=== decoder_seq_nto2n ===
### Nets reached from selected ports, decoder_seq_nto2n

Scale: 10 px per um.
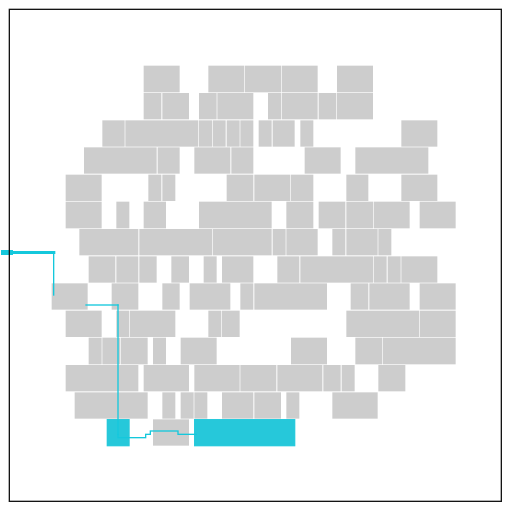
[config.mk]
export PLATFORM = sky130hd
export DESIGN_NAME = decoder_seq_nto2n
export DESIGN_NICKNAME = d
export VERILOG_FILES = /design/src/rtl/decoder_seq_nto2n_pkg.sv /design/src/rtl/decoder_seq_nto2n_onehot_dec.sv /design/src/rtl/decoder_seq_nto2n.sv
export SDC_FILE = /design/constraint.sdc
export NUM_CORES = 1
export LEC_CHECK = 0
export CAP_MARGIN = 20
export CORE_MARGIN = 4
export CORE_UTILIZATION = 40
export DETAILED_ROUTE_END_ITERATION = 16
export PLACE_DENSITY = 0.75
export SETUP_SLACK_MARGIN = 0.02
export SLEW_MARGIN = 40
export SYNTH_ARGS = -nofsm -noshare
export SYNTH_HDL_FRONTEND = slang
export SYNTH_SLANG_ARGS = --single-unit
[constraint.sdc]
create_clock -name clk -period 2.8 [get_ports clk]
set_clock_uncertainty 0.05 [all_clocks]
set_input_delay 0.28 -clock clk [delete_from_list [all_inputs] [get_ports clk]]
set_output_delay 0.28 -clock clk [all_outputs]
set_load 0.05 [all_outputs]
[src/rtl/decoder_seq_nto2n_pkg.sv]
// Shared constants and types for the sequenced N-to-2**N one-hot decoder.
// Direction encoding and the per-cycle sequencer action live here.
package decoder_seq_nto2n_pkg;

    localparam int N_DEF       = 3;
    localparam int M_DEF       = 2 ** N_DEF;
    localparam int DWELL_W_DEF = 4;

    localparam logic DIR_UP = 1'b1;
    localparam logic DIR_DN = 1'b0;

    typedef enum logic [1:0] {
        ACT_HOLD,
        ACT_LOAD,
        ACT_STEP,
        ACT_AUTO
    } act_e;

endpackage

[src/rtl/decoder_seq_nto2n_onehot_dec.sv]
// Combinational N-to-M one-hot decoder with enable.
// Output bit 0 is the leftmost bit of the vector.
module onehot_dec #(
    parameter int N = 3,
    parameter int M = 2 ** N
) (
    input  logic         en,
    input  logic [N-1:0] a,
    output logic [0:M-1] y
);

    always_comb begin
        y = '0;
        if (en) begin
            y[a] = 1'b1;
        end
    end

endmodule

[src/rtl/decoder_seq_nto2n.sv]
// Registered one-hot select with load / step / auto-scan sequencing.
// Position, dwell counter and wrap pulse are held here; decode is a sub-block.
module decoder_seq_nto2n
    import decoder_seq_nto2n_pkg::*;
#(
    parameter int N       = N_DEF,
    parameter int DWELL_W = DWELL_W_DEF
) (
    input  logic               clk,
    input  logic               rst,
    input  logic               en,
    input  logic               load,
    input  logic [N-1:0]       code,
    input  logic               step,
    input  logic               dir,
    input  logic               auto,
    input  logic [DWELL_W-1:0] dwell,
    output logic [0:2**N-1]    y,
    output logic [N-1:0]       pos,
    output logic               valid,
    output logic               wrap
);

    localparam int M = 2 ** N;

    logic               en_q;
    logic               valid_q;
    logic               wrap_q;
    logic [N-1:0]       pos_q;
    logic [DWELL_W-1:0] cnt_q;

    act_e         act;
    logic [N-1:0] pos_nx;
    logic         wrap_nx;
    logic         dwell_done;

    // Priority: load beats step beats auto; step and auto need a loaded position.
    always_comb begin
        act = ACT_HOLD;
        if (en) begin
            priority case (1'b1)
                load:            act = ACT_LOAD;
                step && valid_q: act = ACT_STEP;
                auto && valid_q: act = ACT_AUTO;
                default:         act = ACT_HOLD;
            endcase
        end
    end

    always_comb begin
        pos_nx  = pos_q;
        wrap_nx = 1'b0;
        if (dir == DIR_UP) begin
            pos_nx  = pos_q + 1'b1;
            wrap_nx = &pos_q;
        end else begin
            pos_nx  = pos_q - 1'b1;
            wrap_nx = ~|pos_q;
        end
    end

    // >= so a dwell lowered below the running count advances at once.
    assign dwell_done = (cnt_q >= dwell);

    always_ff @(posedge clk) begin
        if (rst) begin
            en_q    <= 1'b0;
            valid_q <= 1'b0;
            wrap_q  <= 1'b0;
            pos_q   <= '0;
            cnt_q   <= '0;
        end else begin
            en_q   <= en;
            wrap_q <= 1'b0;
            case (act)
                ACT_LOAD: begin
                    pos_q   <= code;
                    valid_q <= 1'b1;
                    cnt_q   <= '0;
                end
                ACT_STEP: begin
                    pos_q  <= pos_nx;
                    wrap_q <= wrap_nx;
                    cnt_q  <= '0;
                end
                ACT_AUTO: begin
                    if (dwell_done) begin
                        pos_q  <= pos_nx;
                        wrap_q <= wrap_nx;
                        cnt_q  <= '0;
                    end else begin
                        cnt_q <= cnt_q + 1'b1;
                    end
                end
                default: begin
                end
            endcase
        end
    end

    onehot_dec #(
        .N (N),
        .M (M)
    ) u_dec (
        .en (en_q & valid_q),
        .a  (pos_q),
        .y  (y)
    );

    assign pos   = pos_q;
    assign valid = valid_q;
    assign wrap  = wrap_q;

endmodule

==> results.rst <==
Flow metrics
------------

.. list-table::
   :header-rows: 1

   * - Metric
     - Value
   * - Sum of routed wire length over all layers
     - 1650 um
   * - Most frequently used cell type in the post-synthesis netlist
     - sky130_fd_sc_hd__nor2_1
   * - Placed standard-cell area
     - 951 um2
   * - Clock slew seen by the registers of the worst setup and hold paths
     - 60 ps
   * - Clk_buf instances
     - 3
   * - Actual transition at the worst max-transition pin
     - 506 ps
   * - Buffer levels on the longest clock path
     - 2
   * - Overall power
     - 338 uW
   * - Top Ports
     - 27
   * - Comb/total area
     - 46.4%
   * - Quantity of hold-fixing buffers added after cts
     - 0
   * - Clock tree from TritonCTS
     - yes
   * - Non-filler cells, final
     - ~120
   * - Global-route wire length before repair
     - 2940 um
   * - Number of DRC markers after the initial detailed-route iteration
     - 8
   * - Count of non-CTS inverters in the layout
     - 5
   * - Slew Limit Fails
     - 0
   * - Outcome
     - complete, no violations
   * - Synth warn
     - 0
   * - Area leader share
     - 29.7%
   * - Critical-path top delay cell
     - sky130_fd_sc_hd__clkdlybuf4s50_1
   * - Final worst-path setup slack
     - 589 ps
   * - I/O Buffers
     - 26
   * - Top class by area
     - logic gates
   * - Combinational Power Share
     - 24.2%
   * - Pre-CTS setup slack
     - 575 ps
   * - First-pass iteration count of the detailed router
     - 4
   * - Fill count
     - ~150
   * - Internal reg-to-reg setup slack
     - 980 ps
   * - Die H
     - between 40 and 50 um
   * - Clock sink total
     - 10
   * - Kind of capture point of the worst setup path
     - output port
   * - Hold-critical path depth
     - 2
   * - Hold Crit Start
     - cnt_q[0]
   * - Reg-to-reg startpoint
     - cnt_q[0]
   * - H-tree lvl count
     - 1
   * - Largest net degree at the start of global routing
     - 12
   * - Top logic cell by instance count in the layout
     - sky130_fd_sc_hd__clkdlybuf4s50_1
   * - Internal Pwr Total
     - 236 uW
   * - Layout overhead on the synthesized area
     - 44.3%
   * - Final-layout setup total negative slack
     - 0 ps
   * - Slew HR
     - about 66%
Notes on 'Nets reached from selected ports' of decoder_seq_nto2n above:
Cyan shows step, direction input, edge left, end cells 2, buffers 1, wire 33.5 um.

power groups by stage:
stage / logic, uW / clock network (uW) / registers, uW
5_1_grt: 88.8 / 111 / 158
3_5_place_dp: 81.9 / 0 / 160
2_1_floorplan: 33.0 / 0 / 170
4_1_cts: 82.2 / 104 / 156
6_report: 81.6 / 99.5 / 157
3_3_place_gp: 80.8 / 0 / 159
routing by layer:
metal / part of all wire (%) / wire length [um] / vias up / global-route usage [%]
met4: 0.91 / 15 / 0 / 4.48
met1: 44 / 729 / 313 / 18.4
met3: 7.3 / 121 / 3 / 7.95
met2: 48 / 787 / 17 / 24.5
met5: 0 / 0 / - / 0
li1: - / - / 345 / -
cell families (layout without fill, tap and decap cells):
logic type                 count (synthesis)  after routing  synth area share, %
buffers and inverters                      6             34                 3.34
adders and majority gates                  6              6                 12.2
DFF                                       10             10                 29.7
and+or+nand+nor                           41             41                 34.3
AOI/OAI and AO/OA                         16             16                 19.1
xor gates and xnor gates                   1              1                 1.30
worst min-delay path, stage by stage, from the launching register on:
cell and delay (ps):
sky130_fd_sc_hd__dfxtp_1 340, sky130_fd_sc_hd__nand2_1 60, sky130_fd_sc_hd__a21oi_1 50

=== sopc_mmio_responder ===
## src/rtl/sopc_mmio_responder_pkg.sv

```systemverilog
// Shared constants for the SOPC MMIO responder: decode defaults, register
// word offsets, CTRL/STATUS bit positions and a byte-lane mask helper.
package sopc_mmio_responder_pkg;

  localparam logic [31:0] BASE_ADDR_DEF = 32'h1000_0000;
  localparam logic [31:0] BASE_MASK_DEF = 32'hFFFF_FFE0;

  localparam logic [2:0] REG_COUNT    = 3'd0;
  localparam logic [2:0] REG_COMPARE  = 3'd1;
  localparam logic [2:0] REG_CTRL     = 3'd2;
  localparam logic [2:0] REG_STATUS   = 3'd3;
  localparam logic [2:0] REG_MASK     = 3'd4;
  localparam logic [2:0] REG_GPIO_IN  = 3'd5;
  localparam logic [2:0] REG_GPIO_OUT = 3'd6;

  localparam int CTRL_EN_BIT  = 0;
  localparam int CTRL_AR_BIT  = 1;
  localparam int CTRL_PS_LSB  = 8;
  localparam int CTRL_PS_MSB  = 15;
  localparam int STAT_TMR_BIT = 0;

  // Only enable, auto-reload and prescale exist in CTRL
  localparam logic [31:0] CTRL_IMPL_MASK = 32'h0000_FF03;

  // Expand 4 byte-lane selects into a 32-bit bit mask
  function automatic logic [31:0] lane_mask(input logic [3:0] sel);
    logic [31:0] m;
    m = '0;
    for (int k = 0; k < 4; k++) m[8*k +: 8] = {8{sel[k]}};
    return m;
  endfunction

endpackage

```

## src/rtl/sopc_mmio_responder_gpio_edge_sync.sv

```systemverilog
// Two-flop synchroniser for asynchronous GPIO inputs plus a rising-edge
// pulse measured against the previous synchronised sample.
module sopc_mmio_responder_gpio_edge_sync #(
  parameter int W = 4
) (
  input  logic         clk,
  input  logic         rst,
  input  logic [W-1:0] async_i,
  output logic [W-1:0] sync_o,
  output logic [W-1:0] rise_o
);

  logic [W-1:0] meta_q, sync_q, prev_q;

  // Synchroniser chain and one-sample history for edge detection
  always_ff @(posedge clk or negedge rst) begin
    if (!rst) begin
      meta_q <= '0;
      sync_q <= '0;
      prev_q <= '0;
    end else begin
      meta_q <= async_i;
      sync_q <= meta_q;
      prev_q <= sync_q;
    end
  end

  assign sync_o = sync_q;
  assign rise_o = sync_q & ~prev_q;

endmodule

```

## src/rtl/sopc_mmio_responder.sv

```systemverilog
// MMIO responder on the CPU data bus: prescaled timer with compare,
// W1C interrupt status with mask, GPIO in/out, and the registered
// 6-bit interrupt vector fed back into the core.
module sopc_mmio_responder
  import sopc_mmio_responder_pkg::*;
#(
  parameter logic [31:0] BASE_ADDR = BASE_ADDR_DEF,
  parameter logic [31:0] BASE_MASK = BASE_MASK_DEF,
  parameter int          GPIO_W    = 4
) (
  input  logic              clk,
  input  logic              rst,
  input  logic              ce_i,
  input  logic              we_i,
  input  logic [31:0]       addr_i,
  input  logic [3:0]        sel_i,
  input  logic [31:0]       data_i,
  output logic [31:0]       data_o,
  input  logic              timer_int_i,
  input  logic [GPIO_W-1:0] gpio_i,
  output logic [GPIO_W-1:0] gpio_o,
  output logic [5:0]        int_o
);

  // STATUS/MASK: bit 0 timer, bits GPIO_W:1 GPIO edges
  localparam int SW = GPIO_W + 1;

  logic              hit, wr_en, rd_en, tick, cnt_wr, match_set;
  logic [2:0]        word;
  logic [31:0]       lmask, rdata;
  logic [31:0]       count_q, count_d, compare_q, compare_d, ctrl_q, ctrl_d;
  logic [SW-1:0]     status_q, status_d, mask_q, mask_d, w1c;
  logic [GPIO_W-1:0] gout_q, gout_d, gpio_sync, gpio_rise;
  logic [7:0]        psc_q, psc_d;
  logic [5:0]        int_q, int_d;

  assign hit   = ce_i & ((addr_i & BASE_MASK) == BASE_ADDR);
  assign wr_en = hit & we_i;
  assign rd_en = hit & ~we_i;
  assign word  = addr_i[4:2];
  assign lmask = lane_mask(sel_i);

  sopc_mmio_responder_gpio_edge_sync #(.W(GPIO_W)) u_gpio_sync (
    .clk     (clk),
    .rst     (rst),
    .async_i (gpio_i),
    .sync_o  (gpio_sync),
    .rise_o  (gpio_rise)
  );

  // Prescaler: wraps at CTRL prescale and emits a tick; held at 0 when disabled
  always_comb begin
    tick  = 1'b0;
    psc_d = psc_q;
    if (!ctrl_q[CTRL_EN_BIT]) begin
      psc_d = '0;
    end else if (psc_q == ctrl_q[CTRL_PS_MSB:CTRL_PS_LSB]) begin
      psc_d = '0;
      tick  = 1'b1;
    end else begin
      psc_d = psc_q + 8'd1;
    end
  end

  // Register next-state: CPU writes per byte lane; a COUNT write suppresses tick/match
  always_comb begin
    count_d   = count_q;
    compare_d = compare_q;
    ctrl_d    = ctrl_q;
    mask_d    = mask_q;
    gout_d    = gout_q;
    w1c       = '0;
    match_set = 1'b0;
    cnt_wr    = wr_en && (word == REG_COUNT);

    if (cnt_wr) begin
      count_d = (count_q & ~lmask) | (data_i & lmask);
    end else if (tick) begin
      if (count_q == compare_q) begin
        match_set = 1'b1;
        count_d   = ctrl_q[CTRL_AR_BIT] ? '0 : count_q + 32'd1;
      end else begin
        count_d = count_q + 32'd1;
      end
    end

    if (wr_en) begin
      case (word)
        REG_COMPARE:  compare_d = (compare_q & ~lmask) | (data_i & lmask);
        REG_CTRL:     ctrl_d    = (ctrl_q & ~lmask) | (data_i & lmask & CTRL_IMPL_MASK);
        REG_STATUS:   w1c       = data_i[SW-1:0] & lmask[SW-1:0];
        REG_MASK:     mask_d    = (mask_q & ~lmask[SW-1:0]) | (data_i[SW-1:0] & lmask[SW-1:0]);
        REG_GPIO_OUT: gout_d    = (gout_q & ~lmask[GPIO_W-1:0]) |
                                  (data_i[GPIO_W-1:0] & lmask[GPIO_W-1:0]);
        default: ;
      endcase
    end

    // Hardware set beats a simultaneous W1C of the same bit
    status_d = (status_q & ~w1c) | {gpio_rise, match_set};
  end

  // Interrupt vector computed from the current STATUS/MASK, registered next edge
  always_comb begin
    int_d    = '0;
    int_d[0] = status_q[STAT_TMR_BIT] & mask_q[STAT_TMR_BIT];
    int_d[1] = |(status_q[SW-1:1] & mask_q[SW-1:1]);
    int_d[5] = timer_int_i;
  end

  // Combinational read mux; zero whenever this is not a read hit
  always_comb begin
    rdata = '0;
    case (word)
      REG_COUNT:    rdata = count_q;
      REG_COMPARE:  rdata = compare_q;
      REG_CTRL:     rdata = ctrl_q;
      REG_STATUS:   rdata = 32'(status_q);
      REG_MASK:     rdata = 32'(mask_q);
      REG_GPIO_IN:  rdata = 32'(gpio_sync);
      REG_GPIO_OUT: rdata = 32'(gout_q);
      default:      rdata = '0;
    endcase
    data_o = rd_en ? rdata : '0;
  end

  // State registers
  always_ff @(posedge clk or negedge rst) begin
    if (!rst) begin
      count_q   <= '0;
      compare_q <= '1;
      ctrl_q    <= '0;
      status_q  <= '0;
      mask_q    <= '0;
      gout_q    <= '0;
      psc_q     <= '0;
      int_q     <= '0;
    end else begin
      count_q   <= count_d;
      compare_q <= compare_d;
      ctrl_q    <= ctrl_d;
      status_q  <= status_d;
      mask_q    <= mask_d;
      gout_q    <= gout_d;
      psc_q     <= psc_d;
      int_q     <= int_d;
    end
  end

  assign gpio_o = gout_q;
  assign int_o  = int_q;

endmodule

```

## config.mk

```make
export PLATFORM = sky130hd
export DESIGN_NAME = sopc_mmio_responder
export DESIGN_NICKNAME = d
export VERILOG_FILES = /design/src/rtl/sopc_mmio_responder_pkg.sv /design/src/rtl/sopc_mmio_responder_gpio_edge_sync.sv /design/src/rtl/sopc_mmio_responder.sv
export SDC_FILE = /design/constraint.sdc
export NUM_CORES = 1
export LEC_CHECK = 0
export ABC_CLOCK_PERIOD_IN_PS = 6050
export CORE_MARGIN = 1.5
export CORE_UTILIZATION = 59
export DETAILED_ROUTE_END_ITERATION = 7
export PLACE_DENSITY_LB_ADDON = 0.1
export SKIP_CTS_REPAIR_TIMING = 1
export SLEW_MARGIN = 40
export SYNTH_ARGS = -nofsm -noshare
export SYNTH_HDL_FRONTEND = slang
export SYNTH_SLANG_ARGS = --single-unit
```

## constraint.sdc

```tcl
create_clock -name clk -period 6.05 [get_ports clk]
set_clock_uncertainty 0.05 [all_clocks]
set_input_delay 1.5125 -clock clk [delete_from_list [all_inputs] [get_ports clk]]
set_output_delay 1.5125 -clock clk [all_outputs]
set_load 0.02 [all_outputs]
```

### Cell placement, sopc_mmio_responder

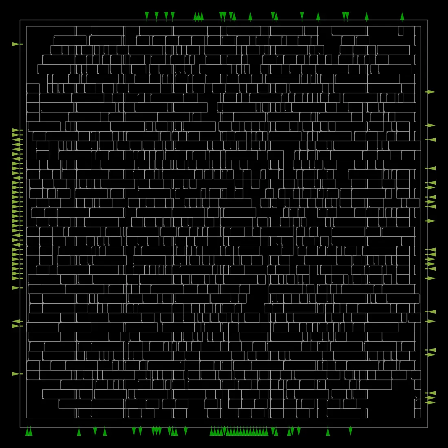
fill count: 928
Final Util: 75.0%
sequential share of cell area: 35.9%
num sequential: 133
placement row count: 41

### Sequential cells colored by netlist name, sopc_mmio_responder

Scale: 4 px per um. Other sequential cells in the stronger gray, the rest of the logic in the fainter gray.
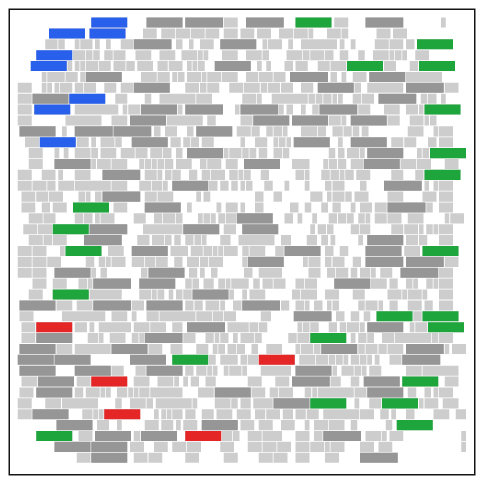
Blue shows psc_q, flops 8, where top left. Red shows status_q, flops 5. Green shows ctrl_q, flops 22, where spread over the die.
Another 98 sequential cells are not colored.
power consumed by sequential cells: 897 uW
footprint of the flip-flops and latches: 3370 um2

==> results.rst <==
Flow metrics
------------

.. list-table::
   :header-rows: 1

   * - Metric
     - Value
   * - Top library cells by usage in the layout, fill and taps aside
     - sky130_fd_sc_hd__clkdlybuf4s50_1, sky130_fd_sc_hd__dfrtp_1, sky130_fd_sc_hd__nor2_1
   * - Final-layout setup total negative slack
     - 0 ps
   * - NumNets Final
     - 945
   * - CTS Buf Count
     - 17
   * - Total DRC errors in the routed layout
     - 0
   * - Number of antenna violations at the first check in global routing
     - 0
   * - Number of instances in the synthesized netlist
     - 767
   * - Die H
     - 116 um
   * - I/O Buffers
     - 113
   * - Clock slew seen by the registers of the worst setup and hold paths
     - 60 ps
   * - Dominant cell type by area after synthesis
     - sky130_fd_sc_hd__dfrtp_1
   * - Outcome
     - complete, no violations
   * - Non-filler cells, final
     - 1051
   * - Horizontal die size
     - 116 um
   * - Global-route wire length before repair
     - about 35000 um
   * - Fraction of synthesis flops using an asynchronous set or reset pin
     - 100%
-- report_power, final --
part           switching [uW]  leakage, uW  total, uW  internal (uW)
combinational            63.9      0.00211        122           58.4
clock                     431     0.000287       1050            617
sequential               2.10      0.00166        897            895
-- final cells by class --
class / instances / area [um2]
inverters: 24 / 90.1
fillers: 928 / 3130
repair buffers: 126 / 1220
flip-flops and latches: 133 / 3370
multi-input cells: 564 / 3890
clock inverters: 15 / 174
well taps: 172 / 215
clock buffers: 17 / 425
-- layer usage --
metal,wire length (um),share of wire (%),track usage [%],vias up
met3,1740,7.9,7.37,57
met1,8910,41,45.2,3318
li1,-,-,-,2984
met4,582,2.7,14.6,0
met2,10700,49,55.0,385
met5,0,0,0,-
-- logic make-up after synthesis --
family / after synthesis / synth area share [%]
AND-OR/OR-AND: 138 / 12.9
XOR/XNOR: 46 / 5.35
adder cells (fa/ha/maj): 2 / 0.332
buffers and inverters: 72 / 4.00
flip-flops: 133 / 44.7
multiplexers: 86 / 12.8
other: 1 / 0.0498
AND/OR/NAND/NOR: 289 / 19.9

=== mux_arb_flat ===
--- config.mk ---
export PLATFORM = sky130hd
export DESIGN_NAME = mux_arb_flat
export DESIGN_NICKNAME = d
export VERILOG_FILES = /design/src/rtl/mux_arb_if.sv /design/src/rtl/mux_arb.sv /design/src/flat_wrapper.sv
export SDC_FILE = /design/constraint.sdc
export NUM_CORES = 1
export LEC_CHECK = 0
export CORE_MARGIN = 2
export CORE_UTILIZATION = 43
export DETAILED_ROUTE_END_ITERATION = 10
export PLACE_DENSITY = 0.84
export SKIP_CTS_REPAIR_TIMING = 1
export SYNTH_ARGS = -nofsm -noshare
export SYNTH_HDL_FRONTEND = slang
export SYNTH_SLANG_ARGS = --single-unit
--- constraint.sdc ---
create_clock -name clk -period 5.7 [get_ports clk]
set_input_delay 1.14 -clock clk [delete_from_list [all_inputs] [get_ports clk]]
set_output_delay 1.14 -clock clk [all_outputs]
set_load 0.01 [all_outputs]
--- src/rtl/mux_arb_if.sv ---
// Handshake bundle for mux_arb: N input channels in, one registered word out.
// The master side drives the channel inputs and out_ready.
interface mux_arb_if #(
  parameter int unsigned WIDTH    = 4,
  parameter int unsigned CHANNELS = 4
);
  localparam int unsigned SELW = $clog2(CHANNELS);

  logic [CHANNELS*WIDTH-1:0] in_data;
  logic [CHANNELS-1:0]       in_valid;
  logic [CHANNELS-1:0]       in_ready;
  logic                      mode;
  logic [SELW-1:0]           fixed_sel;
  logic [WIDTH-1:0]          out_data;
  logic [SELW-1:0]           out_sel;
  logic                      out_valid;
  logic                      out_ready;

  modport master (
    output in_data, in_valid, mode, fixed_sel, out_ready,
    input  in_ready, out_data, out_sel, out_valid
  );

  modport slave (
    input  in_data, in_valid, mode, fixed_sel, out_ready,
    output in_ready, out_data, out_sel, out_valid
  );
endinterface

--- src/rtl/mux_arb.sv ---
// N-channel registered multiplexer with round-robin or fixed-select arbitration
// into a single valid/ready output register (no skid buffer).
module mux_arb #(
  parameter int unsigned WIDTH    = 4,
  parameter int unsigned CHANNELS = 4
) (
  input logic      clk,
  input logic      rst,
  mux_arb_if.slave bus
);
  localparam int unsigned SELW = $clog2(CHANNELS);

  logic [SELW-1:0]     last_q;
  logic [SELW-1:0]     out_sel_q;
  logic [WIDTH-1:0]    out_data_q;
  logic                out_valid_q;

  logic [SELW-1:0]     cand;
  logic [SELW-1:0]     rr_idx;
  logic                rr_found;
  logic                fx_found;
  logic [SELW-1:0]     grant_idx;
  logic                grant_valid;
  logic [WIDTH-1:0]    grant_data;
  logic [CHANNELS-1:0] grant_onehot;
  logic                load;
  logic                accept;

  // (base + off) mod CHANNELS, valid for base < CHANNELS and off <= CHANNELS.
  function automatic logic [SELW-1:0] wrap_idx(input logic [SELW-1:0] base,
                                               input int unsigned     off);
    int unsigned sum;
    sum = 32'(base) + off;
    if (sum >= CHANNELS) sum = sum - CHANNELS;
    return SELW'(sum);
  endfunction

  // Search starts just after the last accepted channel, so that one has lowest priority.
  always_comb begin
    rr_found = 1'b0;
    rr_idx   = '0;
    cand     = '0;
    for (int unsigned off = 1; off <= CHANNELS; off++) begin
      cand = wrap_idx(last_q, off);
      if (!rr_found && bus.in_valid[cand]) begin
        rr_found = 1'b1;
        rr_idx   = cand;
      end
    end
  end

  always_comb begin
    fx_found = 1'b0;
    for (int unsigned i = 0; i < CHANNELS; i++) begin
      if (bus.fixed_sel == SELW'(i) && bus.in_valid[i]) fx_found = 1'b1;
    end
  end

  always_comb begin
    if (bus.mode) begin
      grant_valid = fx_found;
      grant_idx   = bus.fixed_sel;
    end else begin
      grant_valid = rr_found;
      grant_idx   = rr_idx;
    end
  end

  always_comb begin
    grant_data   = '0;
    grant_onehot = '0;
    for (int unsigned i = 0; i < CHANNELS; i++) begin
      if (grant_idx == SELW'(i)) begin
        grant_data      = bus.in_data[i*WIDTH +: WIDTH];
        grant_onehot[i] = 1'b1;
      end
    end
  end

  assign load   = !out_valid_q || bus.out_ready;
  assign accept = load && grant_valid && !rst;

  assign bus.in_ready  = accept ? grant_onehot : '0;
  assign bus.out_data  = out_data_q;
  assign bus.out_sel   = out_sel_q;
  assign bus.out_valid = out_valid_q;

  always_ff @(posedge clk) begin
    if (rst) begin
      out_valid_q <= 1'b0;
      out_data_q  <= '0;
      out_sel_q   <= '0;
      last_q      <= SELW'(CHANNELS - 1);
    end else if (load) begin
      out_valid_q <= grant_valid;
      if (grant_valid) begin
        out_data_q <= grant_data;
        out_sel_q  <= grant_idx;
        last_q     <= grant_idx;
      end
    end
  end
endmodule

--- src/flat_wrapper.sv ---
// flat-port wrapper written by rule: the top's interface ports become plain ports
module mux_arb_flat 
#(
  parameter int unsigned WIDTH    = 4,
  parameter int unsigned CHANNELS = 4
)
  (clk, rst, bus_in_data, bus_in_valid, bus_mode, bus_fixed_sel, bus_out_ready, bus_in_ready, bus_out_data, bus_out_sel, bus_out_valid);
  mux_arb_if #(.WIDTH(WIDTH), .CHANNELS(CHANNELS)) bus_i ();
  input logic clk;
  input logic rst;
  input wire logic [$bits(bus_i.in_data)-1:0] bus_in_data;
  input wire logic [$bits(bus_i.in_valid)-1:0] bus_in_valid;
  input wire logic [$bits(bus_i.mode)-1:0] bus_mode;
  input wire logic [$bits(bus_i.fixed_sel)-1:0] bus_fixed_sel;
  input wire logic [$bits(bus_i.out_ready)-1:0] bus_out_ready;
  output wire logic [$bits(bus_i.in_ready)-1:0] bus_in_ready;
  output wire logic [$bits(bus_i.out_data)-1:0] bus_out_data;
  output wire logic [$bits(bus_i.out_sel)-1:0] bus_out_sel;
  output wire logic [$bits(bus_i.out_valid)-1:0] bus_out_valid;
  assign bus_i.in_data = bus_in_data;
  assign bus_i.in_valid = bus_in_valid;
  assign bus_i.mode = bus_mode;
  assign bus_i.fixed_sel = bus_fixed_sel;
  assign bus_i.out_ready = bus_out_ready;
  assign bus_in_ready = bus_i.in_ready;
  assign bus_out_data = bus_i.out_data;
  assign bus_out_sel = bus_i.out_sel;
  assign bus_out_valid = bus_i.out_valid;
  mux_arb #(.WIDTH(WIDTH), .CHANNELS(CHANNELS)) u_core (.clk(clk), .rst(rst), .bus(bus_i));
endmodule
==> results.rst <==
Flow metrics
------------

.. list-table::
   :header-rows: 1

   * - Metric
     - Value
   * - Worst Setup EP
     - bus_in_ready[3]
   * - Combined area of all synthesized cells
     - ~770 um2
   * - Buffer levels on the longest clock path
     - 2
   * - Power of the combinational group
     - 97.7 uW
   * - Half-perimeter wire length after detailed placement
     - 1540 um
   * - Yosys stat cell total
     - around 83
   * - Cell area power density
     - 201 nW/um2
   * - Sequential-to-total area share from yosys stat
     - 23.3%
   * - Placed standard-cell area
     - 1110 um2
   * - Tool warnings
     - 26
   * - Number of ordinary and repair buffers in the finished layout
     - 36
   * - Power attributed to the clock group
     - 53.2 uW
   * - Worst R2R End
     - u_core.bus.out_data[3]
   * - Share of post-route cells with drive strength above 1
     - 16.1%
   * - Synthesized area per cell
     - ~9.3 um2
   * - Number of distinct library cells after synthesis
     - 42
   * - Reg-to-reg startpoint
     - u_core.last_q[0]
   * - Sequential share of cell area
     - 15.8%
   * - Number of setup violations in the final report
     - 0
   * - Combinational Power Share
     - 42.7%
   * - Critical Path Start Type
     - input port
   * - Power share of the clock group
     - 23.2%
   * - Hold Crit Start
     - u_core.bus.out_sel[0]
   * - # placed instances
     - roughly 140
   * - Number of DRC markers after the initial detailed-route iteration
     - 8
   * - Post-synthesis compound-gate area fraction
     - 21.8%
   * - Pre-CTS setup slack
     - 566 ps
   * - Cell types with the highest counts after synthesis
     - sky130_fd_sc_hd__dfxtp_1, sky130_fd_sc_hd__a21oi_1, sky130_fd_sc_hd__mux2_1, sky130_fd_sc_hd__nor2_1, sky130_fd_sc_hd__a221o_1
   * - FA/HA/MAJ Cells, Area Fraction
     - 0%
   * - Horizontal die size
     - ~46 um
   * - Busiest layer in global routing
     - met2
   * - Post-detailed-route via-to-cell ratio
     - 5.34
   * - Max Fclk
     - 194 MHz
   * - Required time of the worst setup path
     - 4560 ps
   * - CTS Buf Count
     - 3
   * - Number of hold violations in the final report
     - 0
   * - Count of library flops with an enable pin
     - 0
   * - Met1 global-route usage
     - 24.4%
   * - Outcome
     - complete, no violations
   * - Full die area
     - 2160 um2
   * - Max VDD drop
     - slightly below 0.1 mV
   * - Footprint of the flip-flops and latches
     - 180 um2
   * - First-pass iteration count of the detailed router
     - 6
   * - Antenna Nets Post-Route
     - 0
-- registers in the layout, indices dropped and copies added (netlist names) --
name and flops:
u_core.bus.out_data 4, u_core.bus.out_sel 2, u_core.bus.out_valid 1, u_core.last_q 2
-- cells in the final DEF (no fill, tap or decap), types with 2 or more instances in the layout --
cell type                         netlist  final
sky130_fd_sc_hd__a221o_1                4      4
sky130_fd_sc_hd__and3b_1                2      2
sky130_fd_sc_hd__nor2b_1                2      2
sky130_fd_sc_hd__o2bb2ai_1              2      2
sky130_fd_sc_hd__nand2_1                2      2
sky130_fd_sc_hd__a21oi_1                5      5
sky130_fd_sc_hd__inv_1                  3      3
sky130_fd_sc_hd__nor3_1                 3      3
sky130_fd_sc_hd__nand2b_1               2      2
sky130_fd_sc_hd__clkbuf_4               0      3
sky130_fd_sc_hd__mux2_4                 3      3
sky130_fd_sc_hd__and2_1                 3      3
sky130_fd_sc_hd__and2_2                 3      3
sky130_fd_sc_hd__mux2_1                 5      5
sky130_fd_sc_hd__clkdlybuf4s50_1        0     36
sky130_fd_sc_hd__nor2_1                 5      5
sky130_fd_sc_hd__dfxtp_1                9      9
sky130_fd_sc_hd__or3_1                  2      2
sky130_fd_sc_hd__and3b_2                2      2
### Nets reached from selected ports, mux_arb_flat

Scale: 10 px per um.
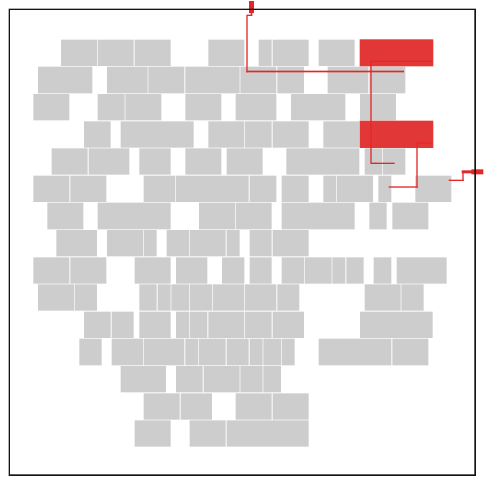
Red shows bus_out_sel, direction output, edge 1 right, 1 top, end cells 2, buffers 2, wire 52.0 um.
I/O Buffers: 36
Top Ports: 37

### Cell placement, mux_arb_flat

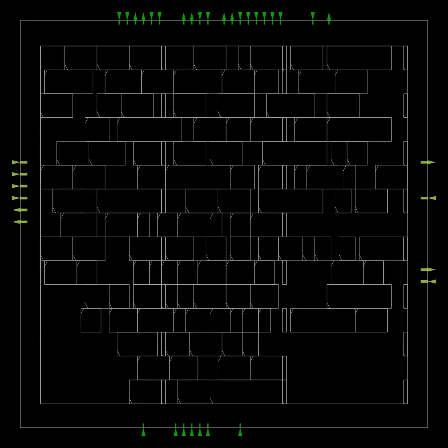
placement row count: 15
fill count: 140
Tap Cells: 25
CORE AREA: 1710 um2


=== bus_arbiter_flat ===
### Nets reached from selected ports, bus_arbiter_flat

Scale: 6 px per um.
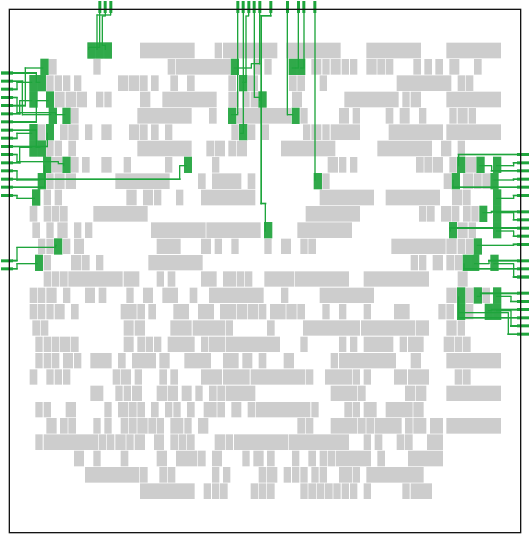
### Cell placement, bus_arbiter_flat

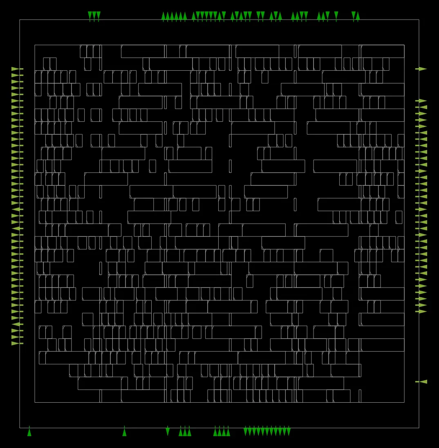
## src/rtl/bus_arb_pkg.sv

```systemverilog
// bus_arb_pkg: slot phases and slot-offset helpers shared by the bus arbiter
package bus_arb_pkg;
    typedef enum logic [2:0] {AUX_ADDR, AUX_STROBE, AUX_CAPTURE, AUX_DONE, CPU} slot_phase_e;
    localparam int STROBE_FIRST = 1;
    function automatic int half_clks(input int cycle_clks);
        return cycle_clks / 2;
    endfunction
    function automatic int strobe_last(input int h);
        return h - 3;
    endfunction
    function automatic int capture_off(input int h);
        return h - 2;
    endfunction
    function automatic int done_off(input int h);
        return h - 1;
    endfunction
endpackage

```

## src/rtl/bus_arbiter_if.sv

```systemverilog
// bus_arbiter_if: requester handshake and shared-bus signals of the bus arbiter
interface bus_arbiter_if #(
    parameter int NUM_REQ = 3,
    parameter int ADDR_W  = 17,
    parameter int DATA_W  = 8
);
    logic                           cpu_ready_i;
    logic [NUM_REQ-1:0]             req_pending_i;
    logic [NUM_REQ-1:0]             req_rw_b_i;
    logic [NUM_REQ-1:0][ADDR_W-1:0] req_addr_i;
    logic [NUM_REQ-1:0][DATA_W-1:0] req_wr_data_i;
    logic [DATA_W-1:0]              bus_data_i;
    logic                           phi2_o;
    logic                           cpu_en_o;
    logic [NUM_REQ-1:0]             grant_o;
    logic                           bus_rw_b_o;
    logic [ADDR_W-1:0]              bus_addr_o;
    logic                           bus_addr_oe_o;
    logic [DATA_W-1:0]              bus_data_o;
    logic                           bus_data_oe_o;
    logic                           ram_oe_o;
    logic                           ram_we_o;
    logic [DATA_W-1:0]              rd_data_o;
    logic [NUM_REQ-1:0]             done_o;
    modport master (
        input  cpu_ready_i, req_pending_i, req_rw_b_i, req_addr_i, req_wr_data_i, bus_data_i,
        output phi2_o, cpu_en_o, grant_o, bus_rw_b_o, bus_addr_o, bus_addr_oe_o, bus_data_o,
               bus_data_oe_o, ram_oe_o, ram_we_o, rd_data_o, done_o
    );
    modport slave (
        output cpu_ready_i, req_pending_i, req_rw_b_i, req_addr_i, req_wr_data_i, bus_data_i,
        input  phi2_o, cpu_en_o, grant_o, bus_rw_b_o, bus_addr_o, bus_addr_oe_o, bus_data_o,
               bus_data_oe_o, ram_oe_o, ram_we_o, rd_data_o, done_o
    );
endinterface

```

## src/rtl/rr_arbiter.sv

```systemverilog
// rr_arbiter: picks the first pending channel at or after ptr, wrapping modulo N
module rr_arbiter #(
    parameter int N  = 3,
    parameter int PW = (N > 1) ? $clog2(N) : 1
) (
    input  logic [N-1:0]  pend,
    input  logic [PW-1:0] ptr,
    output logic [N-1:0]  grant,
    output logic [PW-1:0] idx,
    output logic          valid
);
    int k;
    // scan farthest-to-nearest so the channel closest to ptr is the last one written
    always_comb begin
        grant = '0;
        idx   = '0;
        valid = 1'b0;
        k     = 0;
        for (int i = N - 1; i >= 0; i--) begin
            k = (int'(ptr) + i) % N;
            if (pend[k]) begin
                grant = N'(1) << k;
                idx   = PW'(k);
                valid = 1'b1;
            end
        end
    end
endmodule

```

## src/rtl/bus_arbiter.sv

```systemverilog
// bus_arbiter: phi2 generator and round-robin AUX slot sequencer; BUS_ARB_CPU_STEAL_EN lends halted CPU halves to aux
module bus_arbiter
    import bus_arb_pkg::*;
#(
    parameter int NUM_REQ    = 3,
    parameter int ADDR_W     = 17,
    parameter int DATA_W     = 8,
    parameter int CYCLE_CLKS = 16
) (
    input logic           clk_i,
    input logic           reset_ni,
    bus_arbiter_if.master bus
);
    localparam int H  = half_clks(CYCLE_CLKS);
    localparam int CW = $clog2(CYCLE_CLKS);
    localparam int PW = (NUM_REQ > 1) ? $clog2(NUM_REQ) : 1;
    localparam logic [CW-1:0] HC = CW'(H);
    typedef struct packed {
        logic              rw_b;
        logic [ADDR_W-1:0] addr;
        logic [DATA_W-1:0] data;
    } req_t;
    logic [CW-1:0]      cnt_q, cnt_n, loc;
    logic               act_q, steal_q, steal_n, start, valid_c, drive;
    logic [PW-1:0]      ptr_q, ptr_n, win_q, win_c;
    logic [NUM_REQ-1:0] grant_q, grant_c;
    logic [DATA_W-1:0]  rd_q;
    req_t               req_q;
    slot_phase_e        phase;
    assign loc = (cnt_q >= HC) ? cnt_q - HC : cnt_q;
    rr_arbiter #(.N(NUM_REQ), .PW(PW)) u_rr (
        .pend  (bus.req_pending_i),
        .ptr   (ptr_n),
        .grant (grant_c),
        .idx   (win_c),
        .valid (valid_c)
    );
    // slot timing, steal decision, phase decode and the pointer the next slot arbitrates from
    always_comb begin
        cnt_n = (cnt_q == CW'(CYCLE_CLKS - 1)) ? '0 : cnt_q + 1'b1;
`ifdef BUS_ARB_CPU_STEAL_EN
        steal_n = (cnt_n == HC) ? !bus.cpu_ready_i : (cnt_n == '0) ? 1'b0 : steal_q;
`else
        steal_n = 1'b0;
`endif
        start = (cnt_n == '0) || (cnt_n == HC && steal_n);
        phase = (cnt_q >= HC && !steal_q) ? CPU :
                (loc == '0) ? AUX_ADDR :
                (loc <= CW'(strobe_last(H))) ? AUX_STROBE :
                (loc == CW'(capture_off(H))) ? AUX_CAPTURE : AUX_DONE;
        ptr_n = (act_q && phase == AUX_DONE) ? ((win_q == PW'(NUM_REQ - 1)) ? '0 : win_q + 1'b1) : ptr_q;
    end
    // bus drive and strobe decode from the latched slot owner
    always_comb begin
        drive             = act_q && phase != AUX_DONE;
        bus.phi2_o        = cnt_q >= HC;
        bus.cpu_en_o      = cnt_q >= HC && !steal_q;
        bus.grant_o       = act_q ? grant_q : '0;
        bus.bus_rw_b_o    = drive ? req_q.rw_b : 1'b1;
        bus.bus_addr_o    = req_q.addr;
        bus.bus_addr_oe_o = drive;
        bus.bus_data_o    = req_q.data;
        bus.bus_data_oe_o = drive && !req_q.rw_b;
        bus.ram_oe_o      = act_q && phase == AUX_STROBE && req_q.rw_b;
        bus.ram_we_o      = act_q && phase == AUX_STROBE && !req_q.rw_b;
        bus.rd_data_o     = rd_q;
        bus.done_o        = (act_q && phase == AUX_DONE) ? grant_q : '0;
    end
    // slot state: latch the winner at slot start, retire it after the done clock, capture reads at the last strobe clock
    always_ff @(posedge clk_i or negedge reset_ni) begin
        if (!reset_ni) begin
            cnt_q   <= '0;
            steal_q <= 1'b0;
            act_q   <= 1'b0;
            ptr_q   <= '0;
            win_q   <= '0;
            grant_q <= '0;
            rd_q    <= '0;
            req_q   <= '{rw_b: 1'b1, addr: '0, data: '0};
        end else begin
            cnt_q   <= cnt_n;
            steal_q <= steal_n;
            ptr_q   <= ptr_n;
            if (start) begin
                act_q   <= valid_c;
                win_q   <= win_c;
                grant_q <= grant_c;
                req_q   <= '{rw_b: bus.req_rw_b_i[win_c], addr: bus.req_addr_i[win_c], data: bus.req_wr_data_i[win_c]};
            end else if (phase == AUX_DONE) begin
                act_q <= 1'b0;
            end
            if (act_q && req_q.rw_b && loc == CW'(strobe_last(H))) rd_q <= bus.bus_data_i;
        end
    end
endmodule

```

## src/flat_wrapper.sv

```systemverilog
// flat-port wrapper written by rule: the top's interface ports become plain ports
module bus_arbiter_flat import bus_arb_pkg::*;
#(
    parameter int NUM_REQ    = 3,
    parameter int ADDR_W     = 17,
    parameter int DATA_W     = 8,
    parameter int CYCLE_CLKS = 16
)
  (clk_i, reset_ni, bus_cpu_ready_i, bus_req_pending_i, bus_req_rw_b_i, bus_req_addr_i, bus_req_wr_data_i, bus_bus_data_i, bus_phi2_o, bus_cpu_en_o, bus_grant_o, bus_bus_rw_b_o, bus_bus_addr_o, bus_bus_addr_oe_o, bus_bus_data_o, bus_bus_data_oe_o, bus_ram_oe_o, bus_ram_we_o, bus_rd_data_o, bus_done_o);
  bus_arbiter_if #(.NUM_REQ(NUM_REQ), .ADDR_W(ADDR_W), .DATA_W(DATA_W)) bus_i ();
  input logic clk_i;
  input logic reset_ni;
  input wire logic [$bits(bus_i.cpu_ready_i)-1:0] bus_cpu_ready_i;
  input wire logic [$bits(bus_i.req_pending_i)-1:0] bus_req_pending_i;
  input wire logic [$bits(bus_i.req_rw_b_i)-1:0] bus_req_rw_b_i;
  input wire logic [$bits(bus_i.req_addr_i)-1:0] bus_req_addr_i;
  input wire logic [$bits(bus_i.req_wr_data_i)-1:0] bus_req_wr_data_i;
  input wire logic [$bits(bus_i.bus_data_i)-1:0] bus_bus_data_i;
  output wire logic [$bits(bus_i.phi2_o)-1:0] bus_phi2_o;
  output wire logic [$bits(bus_i.cpu_en_o)-1:0] bus_cpu_en_o;
  output wire logic [$bits(bus_i.grant_o)-1:0] bus_grant_o;
  output wire logic [$bits(bus_i.bus_rw_b_o)-1:0] bus_bus_rw_b_o;
  output wire logic [$bits(bus_i.bus_addr_o)-1:0] bus_bus_addr_o;
  output wire logic [$bits(bus_i.bus_addr_oe_o)-1:0] bus_bus_addr_oe_o;
  output wire logic [$bits(bus_i.bus_data_o)-1:0] bus_bus_data_o;
  output wire logic [$bits(bus_i.bus_data_oe_o)-1:0] bus_bus_data_oe_o;
  output wire logic [$bits(bus_i.ram_oe_o)-1:0] bus_ram_oe_o;
  output wire logic [$bits(bus_i.ram_we_o)-1:0] bus_ram_we_o;
  output wire logic [$bits(bus_i.rd_data_o)-1:0] bus_rd_data_o;
  output wire logic [$bits(bus_i.done_o)-1:0] bus_done_o;
  assign bus_i.cpu_ready_i = bus_cpu_ready_i;
  assign bus_i.req_pending_i = bus_req_pending_i;
  assign bus_i.req_rw_b_i = bus_req_rw_b_i;
  assign bus_i.req_addr_i = bus_req_addr_i;
  assign bus_i.req_wr_data_i = bus_req_wr_data_i;
  assign bus_i.bus_data_i = bus_bus_data_i;
  assign bus_phi2_o = bus_i.phi2_o;
  assign bus_cpu_en_o = bus_i.cpu_en_o;
  assign bus_grant_o = bus_i.grant_o;
  assign bus_bus_rw_b_o = bus_i.bus_rw_b_o;
  assign bus_bus_addr_o = bus_i.bus_addr_o;
  assign bus_bus_addr_oe_o = bus_i.bus_addr_oe_o;
  assign bus_bus_data_o = bus_i.bus_data_o;
  assign bus_bus_data_oe_o = bus_i.bus_data_oe_o;
  assign bus_ram_oe_o = bus_i.ram_oe_o;
  assign bus_ram_we_o = bus_i.ram_we_o;
  assign bus_rd_data_o = bus_i.rd_data_o;
  assign bus_done_o = bus_i.done_o;
  bus_arbiter #(.NUM_REQ(NUM_REQ), .ADDR_W(ADDR_W), .DATA_W(DATA_W), .CYCLE_CLKS(CYCLE_CLKS)) u_core (.clk_i(clk_i), .reset_ni(reset_ni), .bus(bus_i));
endmodule
```

## config.mk

```make
export PLATFORM = sky130hd
export DESIGN_NAME = bus_arbiter_flat
export DESIGN_NICKNAME = d
export VERILOG_FILES = /design/src/rtl/bus_arb_pkg.sv /design/src/rtl/bus_arbiter_if.sv /design/src/rtl/rr_arbiter.sv /design/src/rtl/bus_arbiter.sv /design/src/flat_wrapper.sv
export SDC_FILE = /design/constraint.sdc
export NUM_CORES = 1
export LEC_CHECK = 0
export ABC_AREA = 1
export CAP_MARGIN = 20
export CORE_AREA = 3 3 82 84
export DETAILED_ROUTE_END_ITERATION = 7
export DIE_AREA = 0 0 85 87
export DONT_BUFFER_PORTS = 1
export GPL_ROUTABILITY_DRIVEN = 1
export PLACE_DENSITY = 0.69
export SLEW_MARGIN = 25
export SYNTH_ARGS = -nofsm -noshare
export SYNTH_HDL_FRONTEND = slang
export SYNTH_HIERARCHICAL = 1
export SYNTH_SLANG_ARGS = --single-unit
export TNS_END_PERCENT = 30
```

## constraint.sdc

```tcl
create_clock -name clk_i -period 3.6 [get_ports clk_i]
set_input_delay 0.36 -clock clk_i [delete_from_list [all_inputs] [get_ports clk_i]]
set_output_delay 0.36 -clock clk_i [all_outputs]
set_load 0.01 [all_outputs]
```

==> results.rst <==
Flow metrics
------------

.. list-table::
   :header-rows: 1

   * - Metric
     - Value
   * - Combined area of all synthesized cells
     - 3320 um2
   * - Number of ordinary and repair buffers in the finished layout
     - 14
   * - Hold crit path type
     - in -> reg
   * - Worst Setup EP
     - u_core/bus.bus_data_o[7]
   * - Count of multi-input gates
     - 340
   * - Fraction of synthesis flops using an asynchronous set or reset pin
     - 100%
   * - Power attributed to the clock group
     - roughly 390 uW
   * - Busiest layer in global routing
     - met2
   * - Number of setup violations in the final report
     - 0
   * - Data arrival time of the worst path
     - 3540 ps
   * - Unrepaired setup endpoints after global routing
     - false
   * - Non-clock buffer area fraction after layout
     - 3.77%
   * - CTS Buf Count
     - 5
   * - Footprint of the flip-flops and latches
     - 1150 um2
   * - CP max stage delay
     - between 400 and 500 ps
   * - Share of power burned in registers
     - 43.7%
   * - GRT overflow
     - 0
   * - Actual transition at the worst max-transition pin
     - roughly 740 ps
   * - Outcome
     - complete, no violations
   * - Crit path depth
     - 22
   * - Clock slew seen by the registers of the worst setup and hold paths
     - 90 ps
Notes on 'Nets reached from selected ports' of bus_arbiter_flat above:
Green shows bus_req_addr_i, direction input, edge 20 right, 18 left, 13 top, end cells 51, buffers 0, wire 521 um.
I/O Buffers: 0
Top Ports: 138

Notes on 'Cell placement' of bus_arbiter_flat above:
placement row count: 28
fill count: 590
sequential share of cell area: 34.1%
non-filler cells, final: 572
CORE AREA: 5990 um2

## stage by stage
| step | utilization, % | cells | setup WS, ps | power (uW) | hold WS [ps] |
|---|---|---|---|---|---|
| 6_report | 56.5 | 572 | 305 | 2150 | 178 |
| 5_1_grt | 56.5 | 572 | 28.2 | 2350 | 174 |
| 4_1_cts | 56.2 | 572 | 21.0 | 2170 | 165 |
| 3_5_place_dp | 53.7 | 562 | 63.2 | 1760 | 65.7 |
| 3_3_place_gp | 53.7 | 562 | 103 | 1730 | 65.7 |
| 2_1_floorplan | - | 521 | 303 | 1720 | 64.4 |
## cells by family after synthesis
kind of cell	share of synthesized area [%]
AND-OR/OR-AND	2.45
adder cells (fa/ha/maj)	3.39
buffers and inverters	18.8
flip-flops	34.7
AND/OR/NAND/NOR	40.7
## flip-flops by register name, summed over array words and instances, names as in the netlist
name / flops
u_core/grant_q: 3
u_core/bus.rd_data_o: 8
u_core/req_q: 1
u_core/ptr_q: 2
u_core/cnt_q: 4
u_core/bus.bus_addr_o: 17
u_core/win_q: 2
u_core/act_q: 1
u_core/bus.bus_data_o: 8

=== buf_cnt_ctrl ===
### Routed metal, one color a layer, buf_cnt_ctrl

Scale: 6 px per um. Two of the layers only.
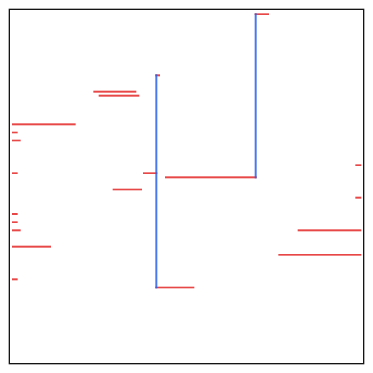
### config.mk
export PLATFORM = sky130hd
export DESIGN_NAME = buf_cnt_ctrl
export DESIGN_NICKNAME = d
export VERILOG_FILES = /design/src/rtl/buf_cnt_ctrl.sv
export SDC_FILE = /design/constraint.sdc
export NUM_CORES = 1
export LEC_CHECK = 0
export ABC_AREA = 1
export CAP_MARGIN = 15
export CORE_MARGIN = 8
export CORE_UTILIZATION = 41
export DETAILED_ROUTE_END_ITERATION = 7
export PLACE_DENSITY = 0.73
export SLEW_MARGIN = 0
export SYNTH_ARGS = -nofsm -noshare
export SYNTH_HDL_FRONTEND = slang
export SYNTH_SLANG_ARGS = --single-unit
### constraint.sdc
create_clock -name clk -period 1.2 [get_ports clk]
set_input_delay 0.12 -clock clk [delete_from_list [all_inputs] [get_ports clk]]
set_output_delay 0.12 -clock clk [all_outputs]
set_load 0.05 [all_outputs]
### src/rtl/buf_cnt_ctrl.sv
// Control FSM for a load-and-count buffer/counter datapath with run-length tracking.
// Optional RUN-state timeout is compiled in with `define BUF_CNT_CTRL_TIMEOUT_EN.
module buf_cnt_ctrl #(
  parameter int unsigned CW      = 8,
  parameter int unsigned TIMEOUT = 200
) (
  input  logic          clk,
  input  logic          rst,
  input  logic          start,
  input  logic          pause,
  input  logic          abort,
  input  logic          co,
  output logic          ld,
  output logic          ci,
  output logic          en_cnt,
  output logic          en_tri,
  output logic          busy,
  output logic          done,
  output logic          err,
  output logic [CW-1:0] run_len
);

  typedef enum logic [1:0] {
    StIdle = 2'b00,
    StLoad = 2'b01,
    StRun  = 2'b10,
    StDone = 2'b11
  } state_e;

  state_e        state_q, state_d;
  logic          err_q, err_d;
  logic [CW-1:0] len_q, len_d;
  logic          tmo_hit;

`ifdef BUF_CNT_CTRL_TIMEOUT_EN
  localparam int unsigned TW = (TIMEOUT < 2) ? 1 : $clog2(TIMEOUT + 1);

  logic [TW-1:0] tmo_q, tmo_d;

  // Counts RUN cycles including paused ones; restarts on every entry to RUN.
  always_comb begin
    tmo_d = '0;
    if (state_q == StRun) tmo_d = tmo_q + 1'b1;
  end

  assign tmo_hit = (tmo_q == TW'(TIMEOUT - 1));

  always_ff @(posedge clk or negedge rst) begin
    if (!rst) tmo_q <= '0;
    else      tmo_q <= tmo_d;
  end
`else
  assign tmo_hit = 1'b0;
`endif

  always_comb begin
    state_d = state_q;
    err_d   = err_q;
    len_d   = len_q;
    ld      = 1'b0;
    ci      = 1'b0;
    en_cnt  = 1'b0;
    en_tri  = 1'b0;
    busy    = 1'b0;
    done    = 1'b0;
    unique case (state_q)
      StIdle: begin
        if (start) begin
          state_d = StLoad;
          len_d   = '0;
          err_d   = 1'b0;
        end
      end
      StLoad: begin
        ld      = 1'b1;
        busy    = 1'b1;
        state_d = abort ? StIdle : StRun;
      end
      StRun: begin
        busy   = 1'b1;
        en_tri = 1'b1;
        en_cnt = !pause;
        ci     = !pause;
        if (!pause && (len_q != '1)) len_d = len_q + 1'b1;
        // co beats abort and timeout; abort beats timeout.
        if (co) begin
          state_d = StDone;
        end else if (abort) begin
          state_d = StIdle;
          err_d   = 1'b1;
        end else if (tmo_hit) begin
          state_d = StDone;
          err_d   = 1'b1;
        end
      end
      StDone: begin
        done    = 1'b1;
        state_d = StIdle;
      end
    endcase
  end

  always_ff @(posedge clk or negedge rst) begin
    if (!rst) begin
      state_q <= StIdle;
      err_q   <= 1'b0;
      len_q   <= '0;
    end else begin
      state_q <= state_d;
      err_q   <= err_d;
      len_q   <= len_d;
    end
  end

  assign err     = err_q;
  assign run_len = len_q;

endmodule

==> results.rst <==
Flow metrics
------------

.. list-table::
   :header-rows: 1

   * - Metric
     - Value
   * - Leakage power of the design
     - ~0.00065 uW
   * - Top contributor to total power
     - combinational logic
   * - Final worst-path setup slack
     - -301 ps
   * - Number of setup violations in the final report
     - 17
   * - Net Switching
     - 1450 uW
   * - Combinational Power Share
     - between 70% and 80%
   * - Layout overhead on the synthesized area
     - 92.5%
   * - Commonest register cell after synthesis
     - sky130_fd_sc_hd__dfrtp_1
   * - Sequential-to-total area share from yosys stat
     - 36.6%
   * - Kind of capture point of the worst setup path
     - register
   * - GRT overflow
     - 0
   * - Number of nets at floorplan
     - 115
   * - Cell types with the highest counts after synthesis
     - sky130_fd_sc_hd__nand2_1, sky130_fd_sc_hd__nor2_1, sky130_fd_sc_hd__dfrtp_1, sky130_fd_sc_hd__inv_1
   * - Fraction of power spent switching nets
     - 47.5%
   * - Outcome
     - finished, violations left
   * - Worst Path Class, Setup
     - reg -> reg
   * - Worst-skew pair later-pin latency
     - 290 ps
   * - Highest signal layer in the routed design
     - met4
   * - Required time of the worst setup path
     - approximately 1400 ps
   * - Critical-path maximum fanout
     - 6
   * - Pre-CTS setup slack
     - -189 ps
   * - Metal2 WL
     - roughly 1200 um
   * - Area leader share
     - 36.6%
   * - Critical Path Start Type
     - register
   * - Number of instances in the synthesized netlist
     - 104
   * - CTS Buf Count
     - 3
   * - Clock slew seen by the registers of the worst setup and hold paths
     - ~80 ps
   * - Violated checks
     - setup timing
   * - Met1 global-route usage
     - 16.1%
   * - Final worst path period share
     - 125%
   * - Crit path cell chain
     - inv_1 > ha_2 > inv_2 > nor2_4 > nor2_4 > nand4_1 > inv_2 > nand2_1 > nand2_1
   * - Synthesized area per cell
     - 7.23 um2
   * - Critical-path top delay cell
     - sky130_fd_sc_hd__dfrtp_1
   * - Unrepaired setup endpoints after global routing
     - true
   * - Post-detailed-route via-to-cell ratio
     - a little under 5
   * - Antenna Nets Post-Route
     - 0
   * - Max Fclk
     - 666 MHz
   * - Largest net degree at the start of global routing
     - 12
   * - Number of distinct library cells after synthesis
     - 19
   * - Clock Tree Root
     - sky130_fd_sc_hd__clkbuf_4
   * - Power attributed to the clock group
     - 277 uW
   * - Slew Limit Fails
     - 0
   * - Dominant cell type by area after synthesis
     - sky130_fd_sc_hd__dfrtp_1
   * - NumNets Final
     - 161
   * - Busiest layer in global routing
     - met2
   * - Quantity of hold-fixing buffers added after cts
     - 0
   * - Final Util
     - between 80% and 90%
   * - First-pass iteration count of the detailed router
     - 4
Notes on 'Routed metal, one color a layer' of buf_cnt_ctrl above:
Blue shows M4, wire length 62.6 um. Red shows M3, wire length 91.1 um.
total via count in the routed design: 841
sum of routed wire length over all layers: 2430 um

-- registers in the layout (all words and copies together), names as in the netlist --
signal / cells
run_len: 8
err: 1
state_q: 2
-- timing repair --
item	CTS	global route
buffers inserted	3	1
endpoints found under the setup margin	17	17
gates resized	9	9
hold endpoints to repair	0	0
pin swaps	3	3
-- final cells by class --
| cell class | count | area (um2) | area share (%) |
|---|---|---|---|
| well taps | 25 | 31.3 | 2.16 |
| clock buffers | 4 | 26.3 | 1.82 |
| inverters | 13 | 56.3 | 3.89 |
| repair buffers | 43 | 531 | 36.6 |
| multi-input cells | 78 | 520 | 36.0 |
| flip-flops and latches | 11 | 283 | 19.5 |
-- kinds of logic after synthesis --
logic type / after synthesis / synth area share, %
simple gates: 62 / 37.8
buf+inv: 15 / 8.49
flops: 11 / 36.6
compound gates: 9 / 6.49
fa+ha+maj: 5 / 8.32
xor+xnor: 2 / 2.33
-- worst min-delay path by stage --
stage | start | to | slack (ps) | cells after the start
after global placement | rst | state_q[1] | 440 | 2
after global routing | rst | state_q[0] | 160 | 2
after detailed placement | rst | state_q[1] | 440 | 2
after floorplan | rst | err | -180 | 0
after CTS | rst | run_len[1] | 140 | 2
final | rst | run_len[1] | 130 | 2


==> screenshots <==
Routed metal, one color a layer.
image #1
Scale: 8 px per um. Two of the layers only.
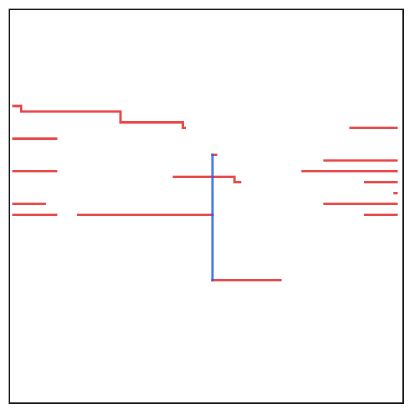
image #2
Scale: 8 px per um. Two of the layers only.
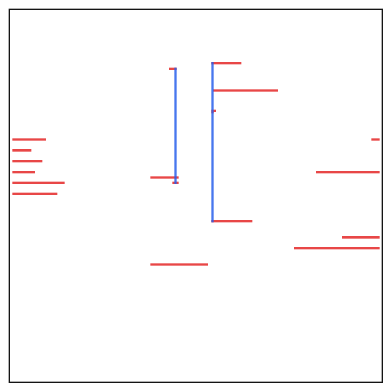
image #3
Scale: 4 px per um. Two of the layers only.
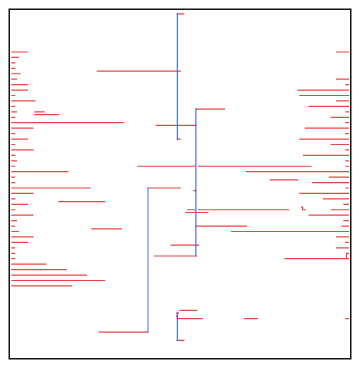
image #4
Scale: 3 px per um. Two of the layers only.
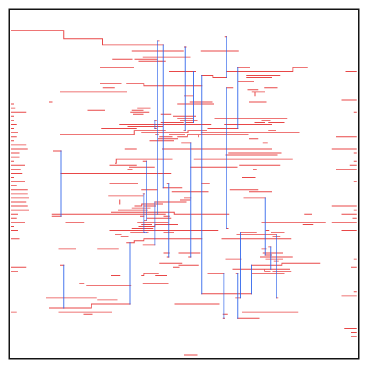
image #3 -> bus_arbiter_flat
image #4 -> sopc_mmio_responder
image #2 -> mux_arb_flat
image #1 -> decoder_seq_nto2n
The one with the largest die is image #4.

Key to image #2:
Blue shows M4, wire length 34.0 um. Red shows M3, wire length 74.2 um.

Power is estimated from default activity; no workload was simulated.
